# ---- block 1 ----
block_1/met3.png
Drawn at 1 px/um.
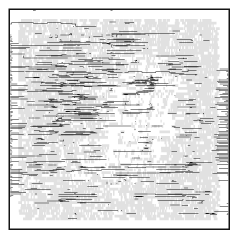

--- src/rtl/multiword_adder_pkg.sv ---
// Shared types for the multi-word add/subtract sequencer.
// No logic here: state encoding and operation codes only.
// Imported by the sequencer top.
package multiword_adder_pkg;

    typedef enum logic [1:0] {IDLE, ADD, DONE} mwa_state_e;

    localparam logic OP_ADD = 1'b0;
    localparam logic OP_SUB = 1'b1;

endpackage

--- src/rtl/module_carry_look_ahead_adder.sv ---
// Single CLA_WIDTH-bit carry look-ahead adder slice.
// Latency: purely combinational.
// Backpressure: none, no handshake.
module module_carry_look_ahead_adder #(
    parameter int CLA_WIDTH = 32
) (
    input  logic [CLA_WIDTH-1:0] a_i,
    input  logic [CLA_WIDTH-1:0] b_i,
    input  logic                 carry_i,
    output logic [CLA_WIDTH-1:0] sum_o,
    output logic                 carry_o
);

    logic [CLA_WIDTH-1:0] g;
    logic [CLA_WIDTH-1:0] p;
    logic [CLA_WIDTH:0]   c;

    assign g = a_i & b_i;
    assign p = a_i ^ b_i;

    // Each carry is the flattened sum-of-products over all lower generate terms,
    // so no carry depends on another computed carry.
    always_comb begin
        logic acc;
        logic pp;
        acc = 1'b0;
        pp  = 1'b0;
        c   = '0;
        c[0] = carry_i;
        for (int i = 0; i < CLA_WIDTH; i++) begin
            acc = g[i];
            pp  = p[i];
            for (int j = i - 1; j >= 0; j--) begin
                acc = acc | (pp & g[j]);
                pp  = pp & p[j];
            end
            acc      = acc | (pp & carry_i);
            c[i + 1] = acc;
        end
    end

    assign sum_o   = p ^ c[CLA_WIDTH-1:0];
    assign carry_o = c[CLA_WIDTH];

endmodule

--- src/rtl/module_multiword_adder_ctrl.sv ---
// Wide add/subtract by time-multiplexing one WORD_WIDTH CLA slice, LS word first.
// Latency: accept at edge T0, valid_o high after edge T0+NUM_WORDS.
// Backpressure: result held in DONE until ready_i; no accept until back in IDLE.
module module_multiword_adder_ctrl
    import multiword_adder_pkg::*;
#(
    parameter int WORD_WIDTH = 32,
    parameter int NUM_WORDS  = 4
) (
    input  logic                              clk_i,
    input  logic                              rst_n_i,
    input  logic                              valid_i,
    output logic                              ready_o,
    input  logic                              sub_i,
    input  logic                              carry_i,
    input  logic [NUM_WORDS*WORD_WIDTH-1:0]   a_i,
    input  logic [NUM_WORDS*WORD_WIDTH-1:0]   b_i,
    output logic                              valid_o,
    input  logic                              ready_i,
    output logic [NUM_WORDS*WORD_WIDTH-1:0]   sum_o,
    output logic                              carry_o,
    output logic                              overflow_o,
    output logic                              busy_o
);

    localparam int IDX_W = (NUM_WORDS > 1) ? $clog2(NUM_WORDS) : 1;

    mwa_state_e                              state;
    logic [IDX_W-1:0]                        idx;
    logic [NUM_WORDS-1:0][WORD_WIDTH-1:0]    a_reg;
    logic [NUM_WORDS-1:0][WORD_WIDTH-1:0]    b_reg;
    logic [NUM_WORDS-1:0][WORD_WIDTH-1:0]    sum_reg;
    logic [NUM_WORDS-1:0][WORD_WIDTH-1:0]    result;
    logic                                    carry_reg;
    logic [WORD_WIDTH-1:0]                   slice_a;
    logic [WORD_WIDTH-1:0]                   slice_b;
    logic [WORD_WIDTH-1:0]                   slice_sum;
    logic                                    slice_co;
    logic                                    last;
    logic                                    slice_ovf;

    always_comb begin
        slice_a = '0;
        slice_b = '0;
        for (int w = 0; w < NUM_WORDS; w++) begin
            if (idx == IDX_W'(w)) begin
                slice_a = a_reg[w];
                slice_b = b_reg[w];
            end
        end
    end

    module_carry_look_ahead_adder #(.CLA_WIDTH(WORD_WIDTH)) u_slice (
        .a_i     (slice_a),
        .b_i     (slice_b),
        .carry_i (carry_reg),
        .sum_o   (slice_sum),
        .carry_o (slice_co)
    );

    assign last = (idx == IDX_W'(NUM_WORDS - 1));

    // b_reg already holds ~B for subtract, so this is the plain add-overflow rule.
    assign slice_ovf = (a_reg[NUM_WORDS-1][WORD_WIDTH-1] == b_reg[NUM_WORDS-1][WORD_WIDTH-1]) &&
                       (slice_sum[WORD_WIDTH-1] != a_reg[NUM_WORDS-1][WORD_WIDTH-1]);

    always_comb begin
        result = sum_reg;
        result[NUM_WORDS-1] = slice_sum;
    end

    always_ff @(posedge clk_i or negedge rst_n_i) begin
        if (!rst_n_i) begin
            state      <= IDLE;
            idx        <= '0;
            a_reg      <= '0;
            b_reg      <= '0;
            sum_reg    <= '0;
            carry_reg  <= 1'b0;
            ready_o    <= 1'b1;
            valid_o    <= 1'b0;
            busy_o     <= 1'b0;
            sum_o      <= '0;
            carry_o    <= 1'b0;
            overflow_o <= 1'b0;
        end else begin
            case (state)
                IDLE: begin
                    if (valid_i && ready_o) begin
                        a_reg     <= a_i;
                        b_reg     <= (sub_i == OP_ADD) ? b_i : ~b_i;
                        carry_reg <= (sub_i == OP_SUB) ? 1'b1 : carry_i;
                        idx       <= '0;
                        ready_o   <= 1'b0;
                        busy_o    <= 1'b1;
                        state     <= ADD;
                    end
                end
                ADD: begin
                    for (int w = 0; w < NUM_WORDS; w++) begin
                        if (idx == IDX_W'(w)) begin
                            sum_reg[w] <= slice_sum;
                        end
                    end
                    carry_reg <= slice_co;
                    if (last) begin
                        sum_o      <= result;
                        carry_o    <= slice_co;
                        overflow_o <= slice_ovf;
                        busy_o     <= 1'b0;
                        valid_o    <= 1'b1;
                        state      <= DONE;
                    end else begin
                        idx <= idx + 1'b1;
                    end
                end
                DONE: begin
                    if (ready_i) begin
                        valid_o <= 1'b0;
                        ready_o <= 1'b1;
                        state   <= IDLE;
                    end
                end
                default: begin
                    state   <= IDLE;
                    ready_o <= 1'b1;
                    valid_o <= 1'b0;
                    busy_o  <= 1'b0;
                end
            endcase
        end
    end

endmodule

--- config.mk ---
export PLATFORM = sky130hd
export DESIGN_NAME = module_multiword_adder_ctrl
export DESIGN_NICKNAME = d
export VERILOG_FILES = /design/src/rtl/multiword_adder_pkg.sv /design/src/rtl/module_carry_look_ahead_adder.sv /design/src/rtl/module_multiword_adder_ctrl.sv
export SDC_FILE = /design/constraint.sdc
export NUM_CORES = 1
export LEC_CHECK = 0
export ABC_AREA = 1
export CAP_MARGIN = 10
export CORE_MARGIN = 8
export CORE_UTILIZATION = 58
export CTS_CLUSTER_SIZE = 40
export DETAILED_ROUTE_END_ITERATION = 7
export PLACE_DENSITY = 0.86
export SYNTH_ARGS = -nofsm -noshare
export SYNTH_HDL_FRONTEND = slang
export SYNTH_SLANG_ARGS = --single-unit
--- constraint.sdc ---
create_clock -name clk_i -period 6.08 [get_ports clk_i]
set_input_delay 1.216 -clock clk_i [delete_from_list [all_inputs] [get_ports clk_i]]
set_output_delay 1.216 -clock clk_i [all_outputs]
set_load 0.01 [all_outputs]
# ---- block 2 ----
`config.mk`:
```
export PLATFORM = sky130hd
export DESIGN_NAME = jk_bank_arbiter
export DESIGN_NICKNAME = d
export VERILOG_FILES = /design/src/rtl/jk_bank_arbiter.sv
export SDC_FILE = /design/constraint.sdc
export NUM_CORES = 1
export LEC_CHECK = 0
export CAP_MARGIN = 40
export CELL_PAD_IN_SITES_DETAIL_PLACEMENT = 0
export CELL_PAD_IN_SITES_GLOBAL_PLACEMENT = 1
export CORE_MARGIN = 1
export CORE_UTILIZATION = 25
export DETAILED_ROUTE_END_ITERATION = 10
export PLACE_DENSITY = 0.73
export SYNTH_ARGS = -nofsm -noshare
export SYNTH_HDL_FRONTEND = slang
export SYNTH_SLANG_ARGS = --single-unit
```
`constraint.sdc`:
```
create_clock -name clk -period 2.2 [get_ports clk]
set_input_delay 0.22 -clock clk [delete_from_list [all_inputs] [get_ports clk]]
set_output_delay 0.22 -clock clk [all_outputs]
set_load 0.05 [all_outputs]
```
`src/rtl/jk_bank_arbiter.sv`:
```
// jk_bank_arbiter: round-robin arbiter applying one JK command per two cycles to a JK flip-flop bank
module jk_bank_arbiter #(
   parameter int NUM_REQ = 4,
   parameter int WIDTH   = 8,
   parameter int IDX_W   = $clog2(WIDTH)
) (
   input  logic                     clk,
   input  logic                     rst,
   input  logic [NUM_REQ-1:0]       req,
   input  logic [NUM_REQ*IDX_W-1:0] req_idx,
   input  logic [NUM_REQ*2-1:0]     req_jk,
   output logic [NUM_REQ-1:0]       gnt,
   output logic                     done,
   output logic                     err,
   output logic [WIDTH-1:0]         q,
   output logic                     busy
);
   localparam int RW = $clog2(NUM_REQ);
   localparam logic [IDX_W:0] W_LIM = (IDX_W+1)'(WIDTH);
   typedef enum logic {IDLE, APPLY} state_t;
   state_t          state, state_nx;
   logic [RW-1:0]   rr_ptr, win, win_r;
   logic [IDX_W-1:0] idx_r;
   logic [1:0]      jk_r;
   logic            found, in_range;
   // first pending requester at or after rr_ptr, wrapping around
   always_comb begin
      found = 1'b0;
      win   = '0;
      for (int k = 0; k < NUM_REQ; k++) begin
         if (!found && req[(int'(rr_ptr) + k) % NUM_REQ]) begin
            found = 1'b1;
            win   = RW'((int'(rr_ptr) + k) % NUM_REQ);
         end
      end
   end
   // APPLY always lasts one cycle; IDLE leaves only when someone requests
   always_comb state_nx = (state == APPLY) ? IDLE : (|req ? APPLY : IDLE);
   // state register
   always_ff @(posedge clk) begin
      if (!rst) state <= IDLE;
      else      state <= state_nx;
   end
   // capture the winner's command in IDLE, apply it and advance the pointer when APPLY closes
   always_ff @(posedge clk) begin
      if (!rst) begin
         q      <= '0;
         rr_ptr <= '0;
         win_r  <= '0;
         idx_r  <= '0;
         jk_r   <= '0;
      end else begin
         if (state == IDLE && |req) begin
            win_r <= win;
            idx_r <= req_idx[int'(win)*IDX_W +: IDX_W];
            jk_r  <= req_jk[int'(win)*2 +: 2];
         end
         if (state == APPLY) begin
            rr_ptr <= (int'(win_r) == NUM_REQ-1) ? '0 : win_r + 1'b1;
            if (in_range) q[idx_r] <= (jk_r[1] & ~q[idx_r]) | (~jk_r[0] & q[idx_r]);
         end
      end
   end
   assign in_range = {1'b0, idx_r} < W_LIM;
   assign busy     = state != IDLE;
   assign done     = state == APPLY;
   assign err      = done && !in_range;
   assign gnt      = done ? NUM_REQ'(1) << win_r : '0;
endmodule

```
# ---- block 3 ----
`src/rtl/rs232_pkg.sv`:
```
// Shared types and constants for the RS232 transmit arbiter and the frame builders around it.
package rs232_pkg;

  typedef enum logic [2:0] {
    IDLE,
    GRANT,
    SEND,
    WAIT,
    FIN,
    ABORT
  } tx_arb_state_t;

  // Frame delimiters used by upstream frame builders
  localparam logic [7:0] STX = 8'h02;
  localparam logic [7:0] ETX = 8'h03;

endpackage

```
`src/rtl/rr_arbiter.sv`:
```
// Combinational round-robin pick: first asserted request at or after the pointer, cyclically.
module rr_arbiter #(
  parameter int unsigned N_REQ = 2,
  localparam int unsigned OW   = (N_REQ > 1) ? $clog2(N_REQ) : 1
) (
  input  logic [N_REQ-1:0] req,
  input  logic [OW-1:0]    ptr,
  output logic [OW-1:0]    gnt_idx_c,
  output logic             gnt_valid_c
);

  logic [OW-1:0] idx;

  always_comb begin
    gnt_idx_c   = '0;
    gnt_valid_c = 1'b0;
    idx         = '0;
    for (int unsigned i = 0; i < N_REQ; i++) begin
      idx = OW'((32'(ptr) + i) % N_REQ);
      if (!gnt_valid_c && req[idx]) begin
        gnt_valid_c = 1'b1;
        gnt_idx_c   = idx;
      end
    end
  end

endmodule

```
`src/rtl/rs232_tx_arbiter.sv`:
```
// Shares one RS232 byte transmitter among N_REQ frame requesters: round-robin grant,
// frame latch at grant, byte-by-byte tx_start/tx_finish handshake with timeout abort.
module rs232_tx_arbiter
  import rs232_pkg::*;
#(
  parameter int unsigned N_REQ       = 2,
  parameter int unsigned FRAME_BYTES = 4,
  parameter int unsigned TIMEOUT     = 65535,
  localparam int unsigned OW = (N_REQ > 1) ? $clog2(N_REQ) : 1,
  localparam int unsigned BW = (FRAME_BYTES > 1) ? $clog2(FRAME_BYTES) : 1,
  localparam int unsigned CW = $clog2(FRAME_BYTES) + 1,
  localparam int unsigned TW = $clog2(TIMEOUT + 1)
) (
  input  logic                           clk,
  input  logic                           rst,
  input  logic [N_REQ-1:0]               req,
  input  logic [N_REQ*FRAME_BYTES*8-1:0] frame_data,
  output logic [N_REQ-1:0]               done,
  output logic [N_REQ-1:0]               err,
  output logic                           busy,
  output logic [OW-1:0]                  owner,
  output logic [7:0]                     tx_data,
  output logic                           tx_start,
  input  logic                           tx_finish
);

  tx_arb_state_t state_q, state_d;
  logic [OW-1:0]  owner_q, owner_d;
  logic [OW-1:0]  rr_q, rr_d;
  logic [FRAME_BYTES-1:0][7:0] buf_q, buf_d;
  logic [CW-1:0]  cnt_q, cnt_d;
  logic [TW-1:0]  tmo_q, tmo_d;
  logic [7:0]     tx_data_q, tx_data_d;
  logic           tx_start_q, tx_start_d;
  logic           busy_q, busy_d;
  logic [N_REQ-1:0] done_q, done_d;
  logic [N_REQ-1:0] err_q, err_d;

  logic [N_REQ-1:0][FRAME_BYTES-1:0][7:0] frames_c;
  logic [OW-1:0] arb_idx_c;
  logic          arb_valid_c;

  assign frames_c = frame_data;

  rr_arbiter #(.N_REQ(N_REQ)) u_rr_arbiter (
    .req         (req),
    .ptr         (rr_q),
    .gnt_idx_c   (arb_idx_c),
    .gnt_valid_c (arb_valid_c)
  );

  // tx_start/tx_data register on the SEND edge; done/err/busy reflect the state being entered
  always_comb begin
    state_d    = state_q;
    owner_d    = owner_q;
    rr_d       = rr_q;
    buf_d      = buf_q;
    cnt_d      = cnt_q;
    tmo_d      = tmo_q;
    tx_data_d  = tx_data_q;
    tx_start_d = 1'b0;
    busy_d     = 1'b0;
    done_d     = '0;
    err_d      = '0;

    unique case (state_q)
      IDLE: begin
        if (arb_valid_c) begin
          owner_d = arb_idx_c;
          state_d = GRANT;
        end
      end
      GRANT: begin
        buf_d   = frames_c[owner_q];
        cnt_d   = '0;
        state_d = SEND;
      end
      SEND: begin
        tx_data_d  = buf_q[cnt_q[BW-1:0]];
        tx_start_d = 1'b1;
        tmo_d      = '0;
        state_d    = WAIT;
      end
      WAIT: begin
        if (tx_finish) begin
          if (cnt_q == CW'(FRAME_BYTES - 1)) begin
            state_d = FIN;
          end else begin
            cnt_d   = cnt_q + CW'(1);
            state_d = SEND;
          end
        end else begin
          if (tmo_q != TW'(TIMEOUT)) tmo_d = tmo_q + TW'(1);
          if (tmo_d == TW'(TIMEOUT)) state_d = ABORT;
        end
      end
      FIN, ABORT: begin
        rr_d    = OW'((32'(owner_q) + 32'd1) % N_REQ);
        state_d = IDLE;
      end
      default: state_d = IDLE;
    endcase

    busy_d = (state_d != IDLE);
    if (state_d == FIN)   done_d = N_REQ'(1) << owner_q;
    if (state_d == ABORT) err_d  = N_REQ'(1) << owner_q;
  end

  always_ff @(posedge clk) begin
    if (rst) begin
      state_q    <= IDLE;
      owner_q    <= '0;
      rr_q       <= '0;
      buf_q      <= '0;
      cnt_q      <= '0;
      tmo_q      <= '0;
      tx_data_q  <= 8'h00;
      tx_start_q <= 1'b0;
      busy_q     <= 1'b0;
      done_q     <= '0;
      err_q      <= '0;
    end else begin
      state_q    <= state_d;
      owner_q    <= owner_d;
      rr_q       <= rr_d;
      buf_q      <= buf_d;
      cnt_q      <= cnt_d;
      tmo_q      <= tmo_d;
      tx_data_q  <= tx_data_d;
      tx_start_q <= tx_start_d;
      busy_q     <= busy_d;
      done_q     <= done_d;
      err_q      <= err_d;
    end
  end

  assign done     = done_q;
  assign err      = err_q;
  assign busy     = busy_q;
  assign owner    = owner_q;
  assign tx_data  = tx_data_q;
  assign tx_start = tx_start_q;

endmodule

```
`config.mk`:
```
export PLATFORM = sky130hd
export DESIGN_NAME = rs232_tx_arbiter
export DESIGN_NICKNAME = d
export VERILOG_FILES = /design/src/rtl/rs232_pkg.sv /design/src/rtl/rr_arbiter.sv /design/src/rtl/rs232_tx_arbiter.sv
export SDC_FILE = /design/constraint.sdc
export NUM_CORES = 1
export LEC_CHECK = 0
export CORE_ASPECT_RATIO = 2
export CORE_MARGIN = 2
export CORE_UTILIZATION = 56
export CTS_BUF_LIST = sky130_fd_sc_hd__clkbuf_4 sky130_fd_sc_hd__clkbuf_8
export DETAILED_ROUTE_END_ITERATION = 6
export PLACE_DENSITY = 0.94
export SETUP_SLACK_MARGIN = 0.2
export SYNTH_ARGS = -nofsm -noshare
export SYNTH_HDL_FRONTEND = slang
export SYNTH_SLANG_ARGS = --single-unit
```
`constraint.sdc`:
```
create_clock -name clk -period 6.6 [get_ports clk]
set_input_delay 0.66 -clock clk [delete_from_list [all_inputs] [get_ports clk]]
set_output_delay 0.66 -clock clk [all_outputs]
set_load 0.01 [all_outputs]
```
# ---- block 4 ----
$ cat src/rtl/ps2_host_tx.sv
// PS/2 host-to-device transmitter: inhibits the bus, clocks a command byte out to the device and checks its ACK.
// Optional watchdog enabled by defining PS2_TX_TIMEOUT_EN.
`timescale 1ns/1ps
module ps2_host_tx #(
   parameter int INHIBIT_CYCLES = 5000,
   parameter int FILTER_LEN     = 8,
   parameter int TIMEOUT_CYCLES = 1000000
) (
   input  logic       clk,
   input  logic       rst_n,
   input  logic       tx_start,
   input  logic [7:0] tx_data,
   output logic       tx_busy,
   output logic       tx_done,
   output logic       tx_err,
   output logic [1:0] tx_err_code,
   output logic       rx_hold,
   input  logic       ps2_clk_i,
   input  logic       ps2_data_i,
   output logic       ps2_clk_oe,
   output logic       ps2_data_oe
);

   localparam int INH_W = $clog2(INHIBIT_CYCLES + 1);
   localparam int FLT_W = $clog2(FILTER_LEN + 1);

   localparam logic [2:0] S_IDLE      = 3'd0;
   localparam logic [2:0] S_INHIBIT   = 3'd1;
   localparam logic [2:0] S_SEND      = 3'd2;
   localparam logic [2:0] S_ACK       = 3'd3;
   localparam logic [2:0] S_WAIT_IDLE = 3'd4;

   logic [2:0]       state;
   logic [9:0]       shift_reg;
   logic [3:0]       bit_cnt;
   logic [INH_W-1:0] inh_cnt;

   logic [1:0]       pad_meta;
   logic [1:0]       pad_sync;
   logic [1:0]       line_filt;
   logic [FLT_W-1:0] filt_cnt [2];

   logic             clk_filt;
   logic             data_filt;
   logic             clk_filt_q;
   logic             fall_edge;
   logic             timed_out;

   // Bit 0 carries the PS/2 clock, bit 1 the PS/2 data; idle bus level is high.
   always_ff @(posedge clk or negedge rst_n) begin
      if (!rst_n) begin
         pad_meta <= 2'b11;
         pad_sync <= 2'b11;
      end else begin
         pad_meta <= {ps2_data_i, ps2_clk_i};
         pad_sync <= pad_meta;
      end
   end

   always_ff @(posedge clk or negedge rst_n) begin
      if (!rst_n) begin
         line_filt   <= 2'b11;
         filt_cnt[0] <= '0;
         filt_cnt[1] <= '0;
      end else begin
         for (int i = 0; i < 2; i++) begin
            if (pad_sync[i] == line_filt[i]) begin
               filt_cnt[i] <= '0;
            end else if (filt_cnt[i] == FLT_W'(FILTER_LEN - 1)) begin
               line_filt[i] <= pad_sync[i];
               filt_cnt[i]  <= '0;
            end else begin
               filt_cnt[i] <= filt_cnt[i] + FLT_W'(1);
            end
         end
      end
   end

   assign clk_filt  = line_filt[0];
   assign data_filt = line_filt[1];
   assign fall_edge = clk_filt_q & ~clk_filt;
   assign rx_hold   = tx_busy;

   always_ff @(posedge clk or negedge rst_n) begin
      if (!rst_n) clk_filt_q <= 1'b1;
      else        clk_filt_q <= clk_filt;
   end

`ifdef PS2_TX_TIMEOUT_EN
   localparam int WD_W = $clog2(TIMEOUT_CYCLES + 1);

   logic [WD_W-1:0] wd_cnt;
   logic            wd_active;

   assign wd_active = (state == S_SEND) || (state == S_ACK) || (state == S_WAIT_IDLE);
   assign timed_out = wd_active && !fall_edge && (wd_cnt == WD_W'(TIMEOUT_CYCLES - 1));

   // The restart cycle itself counts, so the abort lands TIMEOUT_CYCLES after the last edge.
   always_ff @(posedge clk or negedge rst_n) begin
      if (!rst_n)                               wd_cnt <= '0;
      else if (fall_edge || state == S_INHIBIT) wd_cnt <= WD_W'(1);
      else if (wd_active && !timed_out)         wd_cnt <= wd_cnt + WD_W'(1);
   end
`else
   logic unused_timeout_cfg;

   assign timed_out          = 1'b0;
   assign unused_timeout_cfg = ^TIMEOUT_CYCLES;
`endif

   always_ff @(posedge clk or negedge rst_n) begin
      if (!rst_n) begin
         state       <= S_IDLE;
         shift_reg   <= '0;
         bit_cnt     <= '0;
         inh_cnt     <= '0;
         tx_busy     <= 1'b0;
         tx_done     <= 1'b0;
         tx_err      <= 1'b0;
         tx_err_code <= 2'b00;
         ps2_clk_oe  <= 1'b0;
         ps2_data_oe <= 1'b0;
      end else begin
         tx_done <= 1'b0;
         tx_err  <= 1'b0;
         if (timed_out) begin
            tx_err      <= 1'b1;
            tx_err_code <= 2'b01;
            tx_busy     <= 1'b0;
            ps2_clk_oe  <= 1'b0;
            ps2_data_oe <= 1'b0;
            state       <= S_IDLE;
         end else begin
            case (state)
               S_IDLE: begin
                  if (tx_start) begin
                     shift_reg   <= {1'b1, ~^tx_data, tx_data};
                     tx_busy     <= 1'b1;
                     inh_cnt     <= '0;
                     ps2_clk_oe  <= 1'b1;
                     ps2_data_oe <= 1'b0;
                     state       <= S_INHIBIT;
                  end
               end
               S_INHIBIT: begin
                  if (inh_cnt == INH_W'(INHIBIT_CYCLES - 1)) begin
                     ps2_clk_oe  <= 1'b0;
                     ps2_data_oe <= 1'b1;
                     bit_cnt     <= '0;
                     state       <= S_SEND;
                  end else begin
                     inh_cnt <= inh_cnt + INH_W'(1);
                  end
               end
               // The stop bit shifts out as a release, so data is free before ACK.
               S_SEND: begin
                  if (fall_edge) begin
                     ps2_data_oe <= ~shift_reg[0];
                     shift_reg   <= {1'b1, shift_reg[9:1]};
                     if (bit_cnt == 4'd9) state <= S_ACK;
                     else                 bit_cnt <= bit_cnt + 4'd1;
                  end
               end
               S_ACK: begin
                  if (fall_edge) begin
                     if (!data_filt) begin
                        state <= S_WAIT_IDLE;
                     end else begin
                        tx_err      <= 1'b1;
                        tx_err_code <= 2'b10;
                        tx_busy     <= 1'b0;
                        ps2_clk_oe  <= 1'b0;
                        ps2_data_oe <= 1'b0;
                        state       <= S_IDLE;
                     end
                  end
               end
               S_WAIT_IDLE: begin
                  if (clk_filt && data_filt) begin
                     tx_done <= 1'b1;
                     tx_busy <= 1'b0;
                     state   <= S_IDLE;
                  end
               end
               default: begin
                  ps2_clk_oe  <= 1'b0;
                  ps2_data_oe <= 1'b0;
                  tx_busy     <= 1'b0;
                  state       <= S_IDLE;
               end
            endcase
         end
      end
   end

endmodule

$ cat config.mk
export PLATFORM = sky130hd
export DESIGN_NAME = ps2_host_tx
export DESIGN_NICKNAME = d
export VERILOG_FILES = /design/src/rtl/ps2_host_tx.sv
export SDC_FILE = /design/constraint.sdc
export NUM_CORES = 1
export LEC_CHECK = 0
export CAP_MARGIN = 10
export CORE_MARGIN = 2
export CORE_UTILIZATION = 45
export CTS_BUF_LIST = sky130_fd_sc_hd__clkbuf_4
export CTS_CLUSTER_SIZE = 40
export DETAILED_ROUTE_END_ITERATION = 7
export DONT_BUFFER_PORTS = 1
export GPL_TIMING_DRIVEN = 0
export PLACE_DENSITY = 0.61
export SKIP_CTS_REPAIR_TIMING = 1
export SLEW_MARGIN = 10
export SYNTH_ARGS = -nofsm -noshare
export SYNTH_HDL_FRONTEND = slang
export SYNTH_SLANG_ARGS = --single-unit
$ cat constraint.sdc
create_clock -name clk -period 5.1 [get_ports clk]
set_input_delay 1.02 -clock clk [delete_from_list [all_inputs] [get_ports clk]]
set_output_delay 1.02 -clock clk [all_outputs]
set_load 0.05 [all_outputs]
block_1/clock_map.png
Drawn at 1.5 px/um.
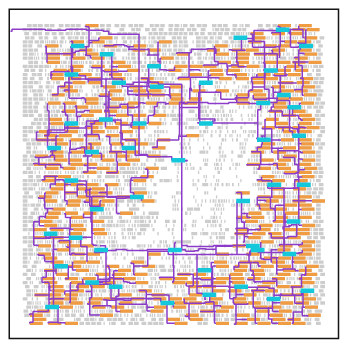
legend:
  cells driving clock nets:
    colour: cyan
    count: 48
  flip-flops:
    colour: orange
    count: 490
  clock wires:
    colour: purple
    length: 5590 um
routed clock nets: 49
flops lie: spread over the die
clock group power: 0.00300 W
clock network power share: 0.158
clk latency late pin: 590 ps

block_1/registers.png
Drawn at 1 px/um.
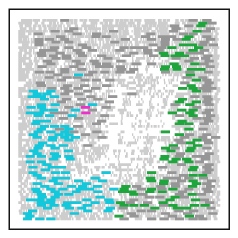
legend:
  `a_reg`:
    colour: cyan
    placed_flops: 128
  `result`:
    colour: green
    placed_flops: 96
    where: a vertical strip on the right
  `idx`:
    colour: magenta
    placed_flops: 2
seq pwr: 0.00557 W
register area: 0.01226 mm2
flop share of the area: 0.4143
fin util: 0.7281

About block_1/met3.png:
longest straight run: 76.8 um
share of all routed wire: 8.6%
wire length on this layer: 7090 um
main direction: horizontal
routed vias: 21990
WL final: 82.50 mm
met3 Track Usage GR: 0.06650

==> flow_summary.toml, block 1 <==
# implementation run metrics
[cts]
cts_root_buf = "clkbuf_16"
cts_max_level = 2
tritoncts = "yes"

[final_layout]
n_fill_cell = 2987
drive_above_1_share = 0.04025
mostFrequentLayoutCell = "nand2_1"
final_area_mm2 = 0.02960

[run_status]
violations = "design-rule violations"
status = "finished, violations left"

[power]
ir_drop_uv = 316.1
comb_power_share = 0.547
power_leader = "combinational logic"

[drt]
dr.pass1.iters = 8
drc = 12

[placed_design]
dp.cells = 3775
finalWeightedCongestion = 0.9833
hpwlAfterDp_mm = 60.78
portBuffers = 394

[final_timing]
totalNegativeSetupSlack_ps = 0
worst_slew_pin_slew_ps = 1259
hold_violations = 0

[synth]
ys_ff = 490
synth_cells = 2985
yosys_area_mm2 = 0.02377
synth_area_per_cell_um2 = 7.965
ys_sh_mux = 0
aoi_share = 0.1068

[setup_path]
cp-endpoint = "sum_o[127]$_DFFE_PN0P_"
r2r-end = "sum_o[127]$_DFFE_PN0P_"
worstSetupPathType = "reg -> reg"
cp-end-kind = "register"

[floorplan]
fp_util = 0.5849
die_w_um = 218.5
block 1: final cells by class:
class	count	area, um2	share of cell area
repair buffers	418	4213	0.1423
multi-input cells	2119	10070	0.3401
inverters	217	819.5	0.02769
clock buffers	70	1405	0.04748
clock inverters	15	163.9	0.005538
flip-flops and latches	490	12260	0.4143
well taps	532	665.6	0.02249
block 1: kinds of logic (layout without fill, tap and decap cells):
kind of cell,count (synthesis),after routing
flip-flops,490,490
adder cells (fa/ha/maj),37,37
AND/OR/NAND/NOR,1472,1472
AND-OR/OR-AND,470,470
buffers and inverters,376,720
XOR/XNOR,140,140
block 1: Yosys cell counts, types with 10 or more instances:
cell,count
a21oi_1,106
a221oi_1,10
a22o_1,20
buf_2,46
clkbuf_1,110
dfrtp_1,489
ha_1,36
inv_1,209
nand2_1,1231
nand3_1,114
nor2_1,87
o21ai_0,268
o21ai_1,21
o22ai_1,31
xor2_1,136
block 1: routing by layer:
layer / vias up / global-route usage / part of all wire
li1: 10050 / - / -
met5: - / 0 / 0
met3: 180 / 0.06650 / 0.086
met1: 10630 / 0.4573 / 0.40
met4: 0 / 0.1395 / 0.044
met2: 1132 / 0.5347 / 0.47
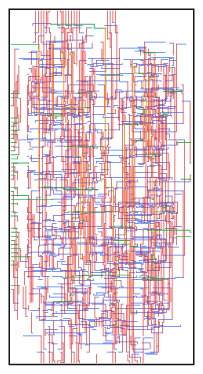
block_3/metal_stack.png
Drawn at 3 px/um.
legend:
  met3:
    colour: green
    wire_length: 345 um
  met2:
    colour: red
    wire_length: 5470 um
  met4:
    colour: orange
    wire_length: 596 um
  met1:
    colour: blue
    wire_length: 3190 um
all-layer global routing usage: 0.2993
routed vias: 3311
WL final: 9.593 mm
Routed WL per cell: 17.07 um

block_3/clock_map.png
Drawn at 4 px/um.
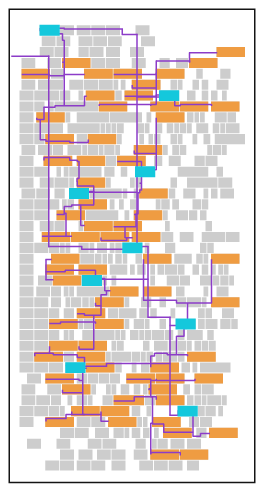
legend:
  flip-flops:
    colour: orange
    count: 70
  cells driving clock nets:
    colour: cyan
    count: 9
  clock wires:
    colour: purple
    length: 859 um
routed clock nets: 10
Setup Skew: 5.788 ps
clk latency late pin: 350 ps
clock group power: 0.000344 W
clock network power share: 0.344

==> flow_summary.toml, block 3 <==
# implementation run metrics
[run_status]
status = "finished, final reports clean"

[final_layout]
mostFrequentLayoutCells = "clkdlybuf4s50_1 (82), dfxtp_1 (69), nor2_1 (64), a211oi_1 (34), mux2i_1 (33)"
mostFrequentLayoutCell = "clkdlybuf4s50_1"
n_antenna_cell = 0

[setup_path]
r2r-start = "tmo_q[0]$_SDFFE_PP0P_"
cpPeakStageDelay_ps = 620
crit_fanout = 13

[power]
finalPower_w = 0.0009984
p_per_area_mw_per_mm2 = 217.7
power_frac_seq = 0.485

[final_timing]
totalNegativeSetupSlack_ps = 0
hold_violations = 0
setup_slack_ps = 3686
finalSetupViolCount = 0

[cts]
clock-sinks = 70

[synth]
floorplan.nets = 481
synth-simple-area-share = 0.2065

[min_path]
hold_class = "reg -> reg"

[drt]
drt_iter0_markers = 207
block 3: cells in the mapped netlist, drive strengths merged, types with 2 or more instances:
master / count
mux2i: 33
buf: 8
a311oi: 5
a31oi: 5
nand2b: 3
clkbuf: 25
nor4: 5
a22oi: 3
a41oi: 2
ha: 3
or2: 3
nor2: 64
o21ai: 17
dfxtp: 70
and4: 3
xor2: 5
nand4: 4
inv: 5
nor3: 14
mux4: 8
a211oi: 34
nor3b: 4
or3: 2
a21oi: 27
nor2b: 3
nand3: 10
a32oi: 2
and3: 2
nand2: 31
block 3: cell families (layout without fill, tap and decap cells):
family	Yosys count	in the layout
compound gates	101	101
xor+xnor	6	6
fa+ha+maj	3	3
buf+inv	38	105
flops	70	70
mux	41	41
simple gates	150	150
block 3: final cells by class:
type                       instances  area [um2]
fill                             471        1724
timing repair buffer              84       833.3
clock inverter                     4       47.55
sequential                        70        1403
clock buffer                      12       146.4
inverter                           5       18.77
tap                               86       107.6
multi-input combinational        301        2029
block 3: metal layers:
layer,GRT usage,up-vias,share of wire
met3,0.07033,47,0.036
met1,0.2793,1526,0.33
met4,0.1834,0,0.062
met2,0.5397,115,0.57
li1,-,1623,-
met5,0,-,0
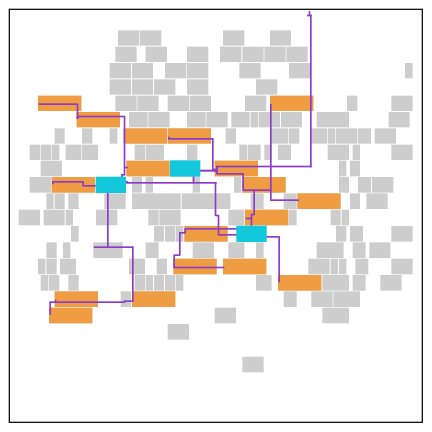
block_2/clock_map.png
Drawn at 6 px/um.
legend:
  cells driving clock nets:
    colour: cyan
    count: 3
  clock wires:
    colour: purple
    length: 264 um
  flip-flops:
    colour: orange
    count: 18
routed clock nets: 4
clock group power: 0.000270 W
clk latency late pin: 250 ps
Setup Skew: 4.473 ps
clock network power share: 0.307

block_2/registers.png
Drawn at 4 px/um.
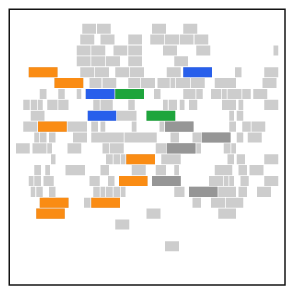
legend:
  `q`:
    colour: orange
    placed_flops: 8
  `jk_r`:
    colour: green
    placed_flops: 2
  `idx_r`:
    colour: blue
    placed_flops: 3
not coloured: 5
seq pwr: 0.000383 W
register area: 360.3 um2
fin util: 0.3816
flop share of the area: 0.2295

==> flow_summary.toml, block 2 <==
# implementation run metrics
[synth]
synth_cell_types = 28
yosys.area.top_type = "dfxtp_1"
floorplan.nets = 161
synth_async_sr_flop_share = 0
synth_area_per_cell_um2 = 8.462
synth_cells = 131

[cts]
postCtsSetupRepairBufs = 0
cts.path.max_buffers = 2
clock-sinks = 18
cts_buffers = 3
cts_resized = 0

[floorplan]
die_w_um = 68.59
boundaryPins = 41
num_rows = 23

[drt]
ant_nets = 0
wl_per_cell_um = 12.78
route.met3.wl_um = 95

[setup_path]
cp_cell_sequence = "and2_1, clkdlybuf4s50_1"
critPathArrivalTime_ps = 1800
crit_family = "buffers and inverters"
cp-end-kind = "primary output"
r2r_setup_slack_ps = 440

[final_timing]
totalNegativeSetupSlack_ps = 0
worst_slew_pin_slew_ps = 504.3
finalSetupViolCount = 0
holdWs_ps = 466.2
fin_crit_sh = 0.9196
hold_violations = 0

[global_route]
globalRouteMet2Util = 0.2206
grt_util_met3 = 0.03618
grt_pass1_wl_mm = 4.402
grt_max_degree = 26

[power]
power_frac_seq = 0.434
leakage_nw = 0.5634
power_leader = "sequential cells"
comb_power_share = 0.259

[final_layout]
n_antenna_cell = 0
buf_share = 0.2582
syn2layout_area_growth_pct = 41.65
dominant-cell-class = "logic gates"
final_area_mm2 = 0.001570
clkbuf_count = 4

[placed_design]
hpwlAfterDp_mm = 2.112

[run_status]
status = "finished, final reports clean"
[block 2: cells in the final DEF, fill, tap and decap left out]
cell type         n
nor3b_1           4
mux4_2            1
nand2b_1          3
clkbuf_8          4
and2_1            5
a21oi_1           4
inv_1             5
a311oi_2          1
o21ai_1           9
o2bb2a_1          1
nor2b_1           2
or2_1             1
nor4_1            1
a21boi_1          2
nand2_1          15
o221ai_1          5
inv_2             1
conb_1            1
clkdlybuf4s50_1  39
buf_4             2
mux2i_4           1
nor3_1            3
dfxtp_1          18
nand3_1          13
ha_1              4
nor2_1            4
mux2i_1          16
[block 2: flip-flops by register name, indices dropped and copies added (netlist names)]
register and flops:
q 8, idx_r 3, jk_r 2, rr_ptr 2, win_r 2, busy 1
[block 2: cell families (layout without fill, tap and decap cells)]
family | count (synthesis) | in the layout | synth area share
AND-OR/OR-AND | 22 | 22 | 0.1343
adder cells (fa/ha/maj) | 4 | 4 | 0.04515
buffers and inverters | 17 | 51 | 0.07561
flip-flops | 18 | 18 | 0.3251
multiplexers | 18 | 18 | 0.1851
other | 1 | 1 | 0.003383
AND/OR/NAND/NOR | 51 | 51 | 0.2314
block_4/final_congestion.png
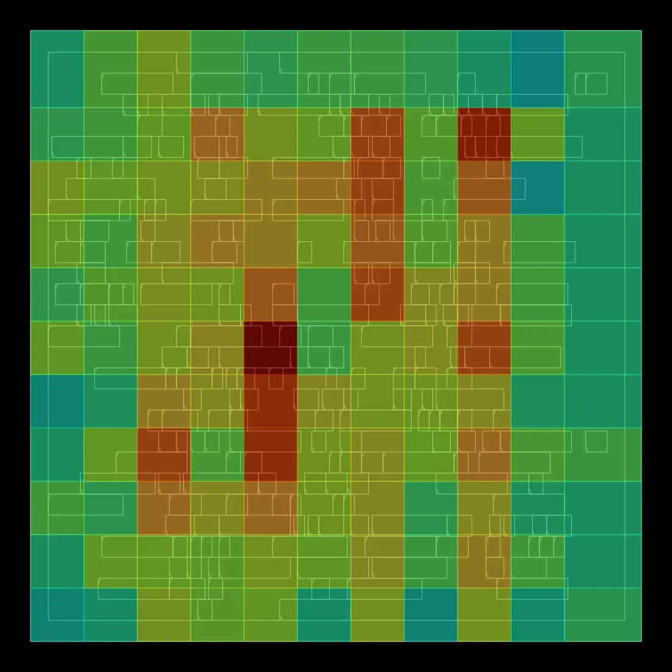
Global Route met1 Usage: 0.2205
met2 Use GR: 0.2805
GR peak layer: met2
all-layer global routing usage: 0.1704
Routed WL per cell: 14.22 um

block_4/clock_map.png
Drawn at 4 px/um.
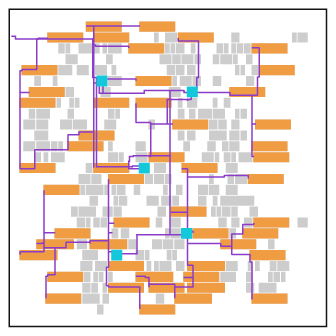
legend:
  flip-flops:
    colour: orange
    count: 51
  cells driving clock nets:
    colour: cyan
    count: 5
  clock wires:
    colour: purple
    length: 635 um
flops lie: spread over the die
clk latency late pin: 380 ps
clock group power: 0.000186 W
Setup Skew: 13.02 ps
clock network power share: 0.180

==> flow_summary.toml, block 4 <==
# implementation run metrics
[global_route]
grt_pass1_wl_mm = 8.418
grt_util_met3 = 0.03977
antenna_found_initial = 0
first_global_vias = 1883

[synth]
ys.flop_type = "dfrtp_1"
yosysTopAreaCellShare = 0.4354
synth_async_sr_flop_share = 1.000
ys_sh_adder = 0.02474
topCellsByArea = "dfrtp_1 (44%), dfstp_2 (7.3%), xnor2_1 (5.2%)"
floorplan.nets = 267
yosys.area.top_type = "dfrtp_1"
yosysWarnings = 0
synth_area_per_cell_um2 = 10.16
synth.most_common_cell = "dfrtp_1"
synth_cells = 249

[run_status]
status = "finished, final reports clean"

[final_layout]
largest_register_ffs = 13
drive_above_1_share = 0.1128
n_antenna_cell = 0

[setup_path]
critPathArrivalTime_ps = 1350
startpoint_type = "register"
r2r-start = "inh_cnt[0]$_DFFE_PN0P_"
cpPeakStageDelay_ps = 680
r2r_setup_slack_ps = 3200
crit_fanout = 3
cp.required_ps = 4080
cp_cell_sequence = "buf_4"

[flow_run]
cap_violations = 0
warnings = 27

[final_timing]
holdWs_ps = 310.5
worst_slew_pin_slew_ps = 678.8
fin_crit_sh = 0.4644
finalMaxSlewViolations = 0
totalNegativeSetupSlack_ps = 0

[floorplan]
fp_util = 0.4620
boundaryPins = 21
design.core.area_mm2 = 0.005473

[drt]
route.met3.wl_um = 193
via_per_inst = 5.514
drc = 0

[cts]
cts_max_level = 2
cts_root_buf = "clkbuf_4"

[power]
p_per_area_mw_per_mm2 = 386.1

[placed_design]
portBuffers = 0
-- block 4: kinds of logic after synthesis --
logic type,after synthesis
AND-OR/OR-AND,49
XOR/XNOR,17
adder cells (fa/ha/maj),5
buffers and inverters,15
flip-flops,51
multiplexers,11
other,1
AND/OR/NAND/NOR,100
-- block 4: stage by stage --
| step | cells | area, um2 | utilization | setup slack, ps |
|---|---|---|---|---|
| finish | 329 | 2676 | 0.4890 | 2731 |
| global route | 329 | 2676 | 0.4890 | 2672 |
| CTS | 329 | 2676 | 0.4890 | 2714 |
| detailed placement | 321 | 2619 | 0.4785 | 2803 |
| global placement | 321 | 2619 | 0.4785 | 2793 |
| floorplan | 249 | 2529 | - | 3093 |
-- block 4: area by class of cell --
cell class,count,area (um2),share of cell area
Buffer,12,60.06,0.02244
Clock buffer,6,45.04,0.01683
Clock inverter,2,12.51,0.004675
Inverter,3,11.26,0.004208
Multi-Input combinational cell,183,1172,0.4381
Sequential cell,51,1285,0.4801
Tap cell,72,90.09,0.03366
-- block 4: power breakdown --
part	internal (W)	switching, W	total [W]
registers	0.000502	0.000125	0.000628
clock network	0.0000587	0.000127	0.000186
logic	0.000108	0.000111	0.000220

# ---- block 5 ----
block_5/met3.png
Drawn at 1.5 px/um.
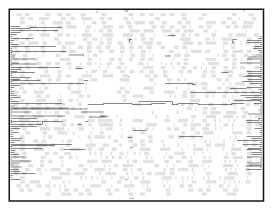
block_5/final_congestion.png
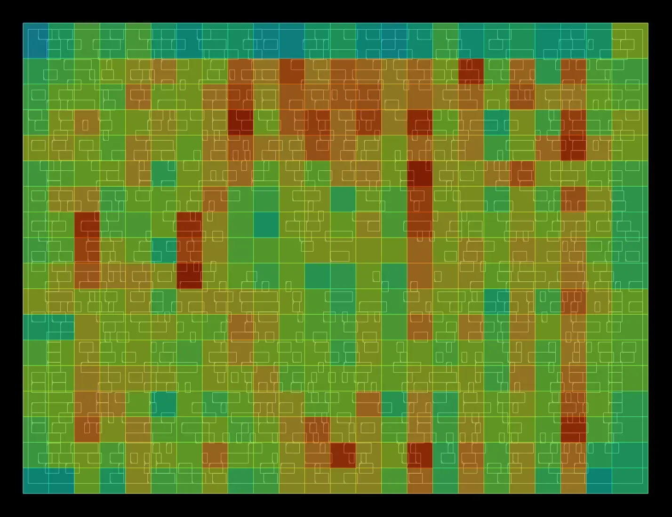
block_5/clock_map.png
Drawn at 2 px/um.
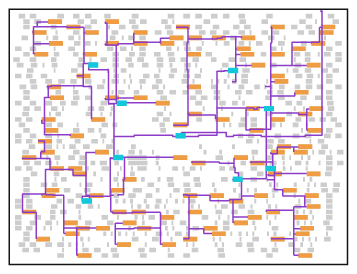
**src/rtl/alu_pkg.sv**
```systemverilog
`default_nettype none
// ============================================================================
// Module      : alu_pkg
// Description : Shared opcode constants, operand width and FSM state type
//               for the ALU arbiter.
// Revision    : 1.0 - initial release
// ============================================================================
package alu_pkg;

    localparam int DATA_W = 32;
    localparam int OP_W   = 4;

    localparam logic [OP_W-1:0] OP_ADD  = 4'd0;
    localparam logic [OP_W-1:0] OP_SUB  = 4'd1;
    localparam logic [OP_W-1:0] OP_XOR  = 4'd2;
    localparam logic [OP_W-1:0] OP_OR   = 4'd3;
    localparam logic [OP_W-1:0] OP_AND  = 4'd4;
    localparam logic [OP_W-1:0] OP_SLL  = 4'd5;
    localparam logic [OP_W-1:0] OP_SRL  = 4'd6;
    localparam logic [OP_W-1:0] OP_SRA  = 4'd7;
    localparam logic [OP_W-1:0] OP_SLT  = 4'd8;
    localparam logic [OP_W-1:0] OP_SLTU = 4'd9;

    typedef enum logic [1:0] {
        ST_IDLE = 2'd0,
        ST_EXEC = 2'd1,
        ST_RESP = 2'd2
    } state_t;

endpackage
`default_nettype wire

```
**src/rtl/rr_arb2.sv**
```systemverilog
`default_nettype none
// ============================================================================
// Module      : rr_arb2
// Description : Two-way round-robin arbiter with one-hot grant output.
// Revision    : 1.0 - initial release
// ============================================================================
module rr_arb2 (
    input  logic       clk,
    input  logic       rst,
    input  logic       i_valid0,
    input  logic       i_valid1,
    input  logic       i_en,
    output logic [1:0] o_grant
);

    // r_ptr names the requester that wins when both are valid
    logic r_ptr;
    logic w_pick1;

    always_comb begin
        w_pick1 = i_valid1 & (~i_valid0 | r_ptr);
        o_grant = 2'b00;
        if (i_en && (i_valid0 || i_valid1)) begin
            o_grant = w_pick1 ? 2'b10 : 2'b01;
        end
    end

    always_ff @(posedge clk) begin
        if (rst) begin
            r_ptr <= 1'b0;
        end else if (o_grant != 2'b00) begin
            r_ptr <= o_grant[0];
        end
    end

endmodule
`default_nettype wire

```
**src/rtl/alu_arb.sv**
```systemverilog
`default_nettype none
// ============================================================================
// Module      : alu_arb
// Description : Arbitrates two requesters onto one shared ALU and holds the
//               result until the consumer takes it.
// Revision    : 1.0 - initial release
// ============================================================================
module alu_arb
    import alu_pkg::*;
(
    input  logic              iClk,
    input  logic              iRst,
    input  logic              iReq0Valid,
    input  logic              iReq1Valid,
    output logic              oReq0Ready,
    output logic              oReq1Ready,
    input  logic [OP_W-1:0]   iReq0OP,
    input  logic [OP_W-1:0]   iReq1OP,
    input  logic [DATA_W-1:0] iReq0A,
    input  logic [DATA_W-1:0] iReq0B,
    input  logic [DATA_W-1:0] iReq1A,
    input  logic [DATA_W-1:0] iReq1B,
    output logic [OP_W-1:0]   oAluOP,
    output logic [DATA_W-1:0] oAluA,
    output logic [DATA_W-1:0] oAluB,
    input  logic [DATA_W-1:0] iAluC,
    input  logic              iAluZero,
    input  logic              iAluRdy,
    output logic              oRspValid,
    input  logic              iRspReady,
    output logic [DATA_W-1:0] oRspC,
    output logic              oRspZero,
    output logic              oRspId
);

    state_t              r_state;
    state_t              w_state_nxt;
    logic [OP_W-1:0]     r_alu_op;
    logic [DATA_W-1:0]   r_alu_a;
    logic [DATA_W-1:0]   r_alu_b;
    logic                r_id;
    logic [DATA_W-1:0]   r_rsp_c;
    logic                r_rsp_zero;
    logic                r_rsp_id;
    logic                w_accept;
    logic                w_arb_en;
    logic [1:0]          w_grant;
    logic                w_grant_any;

    // A new request may be taken while idle or while the held response leaves
    assign w_accept    = (r_state == ST_IDLE) || ((r_state == ST_RESP) && iRspReady);
    assign w_arb_en    = w_accept && !iRst;
    assign w_grant_any = |w_grant;

    rr_arb2 u_rr_arb2 (
        .clk      (iClk),
        .rst      (iRst),
        .i_valid0 (iReq0Valid),
        .i_valid1 (iReq1Valid),
        .i_en     (w_arb_en),
        .o_grant  (w_grant)
    );

    always_ff @(posedge iClk) begin
        if (iRst) begin
            r_state <= ST_IDLE;
        end else begin
            r_state <= w_state_nxt;
        end
    end

    always_comb begin
        w_state_nxt = r_state;
        unique case (r_state)
            ST_IDLE: if (w_grant_any) w_state_nxt = ST_EXEC;
            ST_EXEC: if (iAluRdy)     w_state_nxt = ST_RESP;
            ST_RESP: if (iRspReady)   w_state_nxt = w_grant_any ? ST_EXEC : ST_IDLE;
            default:                  w_state_nxt = ST_IDLE;
        endcase
    end

    always_ff @(posedge iClk) begin
        if (iRst) begin
            r_alu_op   <= '0;
            r_alu_a    <= '0;
            r_alu_b    <= '0;
            r_id       <= 1'b0;
            r_rsp_c    <= '0;
            r_rsp_zero <= 1'b0;
            r_rsp_id   <= 1'b0;
        end else begin
            if (w_grant_any) begin
                r_alu_op <= w_grant[1] ? iReq1OP : iReq0OP;
                r_alu_a  <= w_grant[1] ? iReq1A  : iReq0A;
                r_alu_b  <= w_grant[1] ? iReq1B  : iReq0B;
                r_id     <= w_grant[1];
            end
            // Grants never occur in EXEC, so these two loads cannot collide
            if ((r_state == ST_EXEC) && iAluRdy) begin
                r_rsp_c    <= iAluC;
                r_rsp_zero <= iAluZero;
                r_rsp_id   <= r_id;
            end
        end
    end

    assign oReq0Ready = w_grant[0];
    assign oReq1Ready = w_grant[1];
    assign oAluOP     = r_alu_op;
    assign oAluA      = r_alu_a;
    assign oAluB      = r_alu_b;
    assign oRspValid  = (r_state == ST_RESP);
    assign oRspC      = r_rsp_c;
    assign oRspZero   = r_rsp_zero;
    assign oRspId     = r_rsp_id;

endmodule
`default_nettype wire

```
**config.mk**
```make
export PLATFORM = sky130hd
export DESIGN_NAME = alu_arb
export DESIGN_NICKNAME = d
export VERILOG_FILES = /design/src/rtl/alu_pkg.sv /design/src/rtl/rr_arb2.sv /design/src/rtl/alu_arb.sv
export SDC_FILE = /design/constraint.sdc
export NUM_CORES = 1
export LEC_CHECK = 0
export CAP_MARGIN = 20
export CELL_PAD_IN_SITES_DETAIL_PLACEMENT = 2
export CELL_PAD_IN_SITES_GLOBAL_PLACEMENT = 2
export CORE_ASPECT_RATIO = 0.75
export CORE_UTILIZATION = 22
export CTS_BUF_LIST = sky130_fd_sc_hd__clkbuf_8
export DETAILED_ROUTE_END_ITERATION = 16
export GPL_TIMING_DRIVEN = 0
export PLACE_DENSITY_LB_ADDON = 0.1
export SYNTH_ARGS = -nofsm -noshare
export SYNTH_HDL_FRONTEND = slang
export SYNTH_SLANG_ARGS = --single-unit
```
**constraint.sdc**
```tcl
create_clock -name iClk -period 3.2 [get_ports iClk]
set_input_delay 0.64 -clock iClk [delete_from_list [all_inputs] [get_ports iClk]]
set_output_delay 0.64 -clock iClk [all_outputs]
set_load 0.01 [all_outputs]
```
==> flow_summary.toml <==
# implementation run metrics
[final_timing]
timing.fmax_mhz = 321.6
slew_headroom = 0.6387
finalMaxSlewViolations = 0
totalNegativeSetupSlack_ps = 0
fin_crit_sh = 0.9716
holdWs_ps = 463.5

[cts]
hold_buffers = 0
cts.path.max_buffers = 2
clock-sinks = 106
tritoncts = "yes"

[setup_path]
cpPeakStageDelay_ps = 600
crit_fanout = 10
startpoint_type = "input port"

[floorplan]
dieHeight_um = 126.8
num_rows = 45
die_area_mm2 = 0.02136

[global_route]
grt.overflow.total = 0
first_global_vias = 5705
grt_pass1_wl_mm = 32.40

[power]
leakage_nw = 2.708
ir_drop_uv = 176.8
finalPower_w = 0.003164

[synth]
ys_cells = 492
yosys_area_mm2 = 0.004571
synth-simple-area-share = 0.07336
topCombFamilyByArea = "AND-OR/OR-AND gates"
synth_area_per_cell_um2 = 9.290
ys_sh_xor = 0
aoi_share = 0.3394
ys_sh_mux = 0

[flow_run]
cap_violations = 0
warnings = 27

[final_layout]
final_area_mm2 = 0.007864
n_fill_cell = 2234
drive_above_1_share = 0.05838
n_antenna_cell = 0
syn2layout_area_growth_pct = 72.05
fin_cells = 1046

[drt]
met2_length_mm = 9.820
highest_layer = "met4"

[run_status]
status = "finished, final reports clean"

[placed_design]
dp.cells = 1028
preCtsSetupSlack_ps = -448.8

[min_path]
min_to = "oRspC[31]$_SDFFE_PP0P_"
## Picture notes: block_5/met3.png
longest straight run: 50.1 um
share of all routed wire: 7.6%
main direction: horizontal
WL final: 21.07 mm
met3 Track Usage GR: 0.06365
routed vias: 5098

## Picture notes: block_5/final_congestion.png
Global Route met1 Usage: 0.2419
met2 Use GR: 0.3288
fin util: 0.3880
Routed WL per cell: 20.14 um

## Picture notes: block_5/clock_map.png
legend:
  clock wires:
    colour: purple
    length: 1680 um
  cells driving clock nets:
    colour: cyan
    count: 9
  flip-flops:
    colour: orange
    count: 106
flops lie: spread over the die
clock network power share: 0.251
clk latency late pin: 400 ps
clock group power: 0.000794 W
Setup Skew: 15.35 ps

[where the power goes]
group	switching, W	total, W	internal (W)
registers	0.0000614	0.00149	0.00143
logic	0.000377	0.000879	0.000501
clock network	0.000511	0.000794	0.000283
total	0.000950	0.00316	0.00221
[Yosys cell counts, drive strengths merged]
cell | instances | area [um2]
a2111oi | 2 | 55.05
a21oi | 37 | 185.2
a221o | 68 | 680.7
a311oi | 68 | 595.6
and3b | 1 | 8.760
buf | 28 | 186.4
clkbuf | 29 | 108.9
dfxtp | 106 | 2122
inv | 71 | 266.5
nand2 | 68 | 255.2
nand2b | 4 | 32.53
nand3 | 1 | 5.000
nand3b | 1 | 7.510
nor2b | 2 | 20.02
o21a | 2 | 15.01
o21ai | 2 | 10.00
o311a | 1 | 10.01
or2 | 1 | 6.260
[final cells by class]
cell class                 instances  area (um2)  share of cell area
inverter                          71       266.5             0.03389
sequential                       106        2122              0.2698
tap                              258       322.8             0.04105
multi-input combinational        258        1887              0.2399
timing repair buffer             280        2798              0.3558
clock buffer                       9       123.9             0.01575
clock inverter                     7       45.04            0.005728
buffer                            57       299.0             0.03803


==> gallery <==
Signal wires on met3.
(a)
Drawn at 4 px/um.
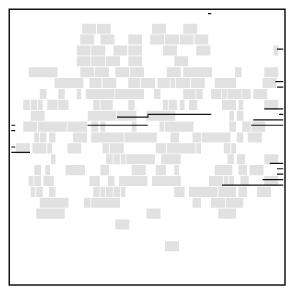
(b)
Drawn at 4 px/um.
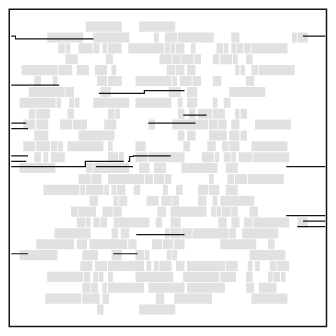
(c)
Drawn at 3 px/um.
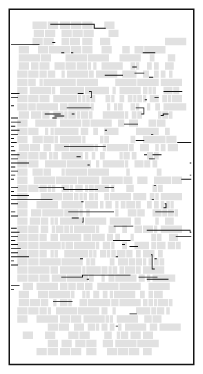
The one with the largest die is (c).
| picture | from |
|---|---|
| (b) | block 4 |
| (c) | block 3 |
| (a) | block 2 |

Key to (c):
wire length on this layer: 345 um
main direction: horizontal
longest straight run: 15.9 um
share of all routed wire: 3.6%
nets with wire on the layer: 73

Power figures rest on the tool's default switching activity, not on a simulated workload.
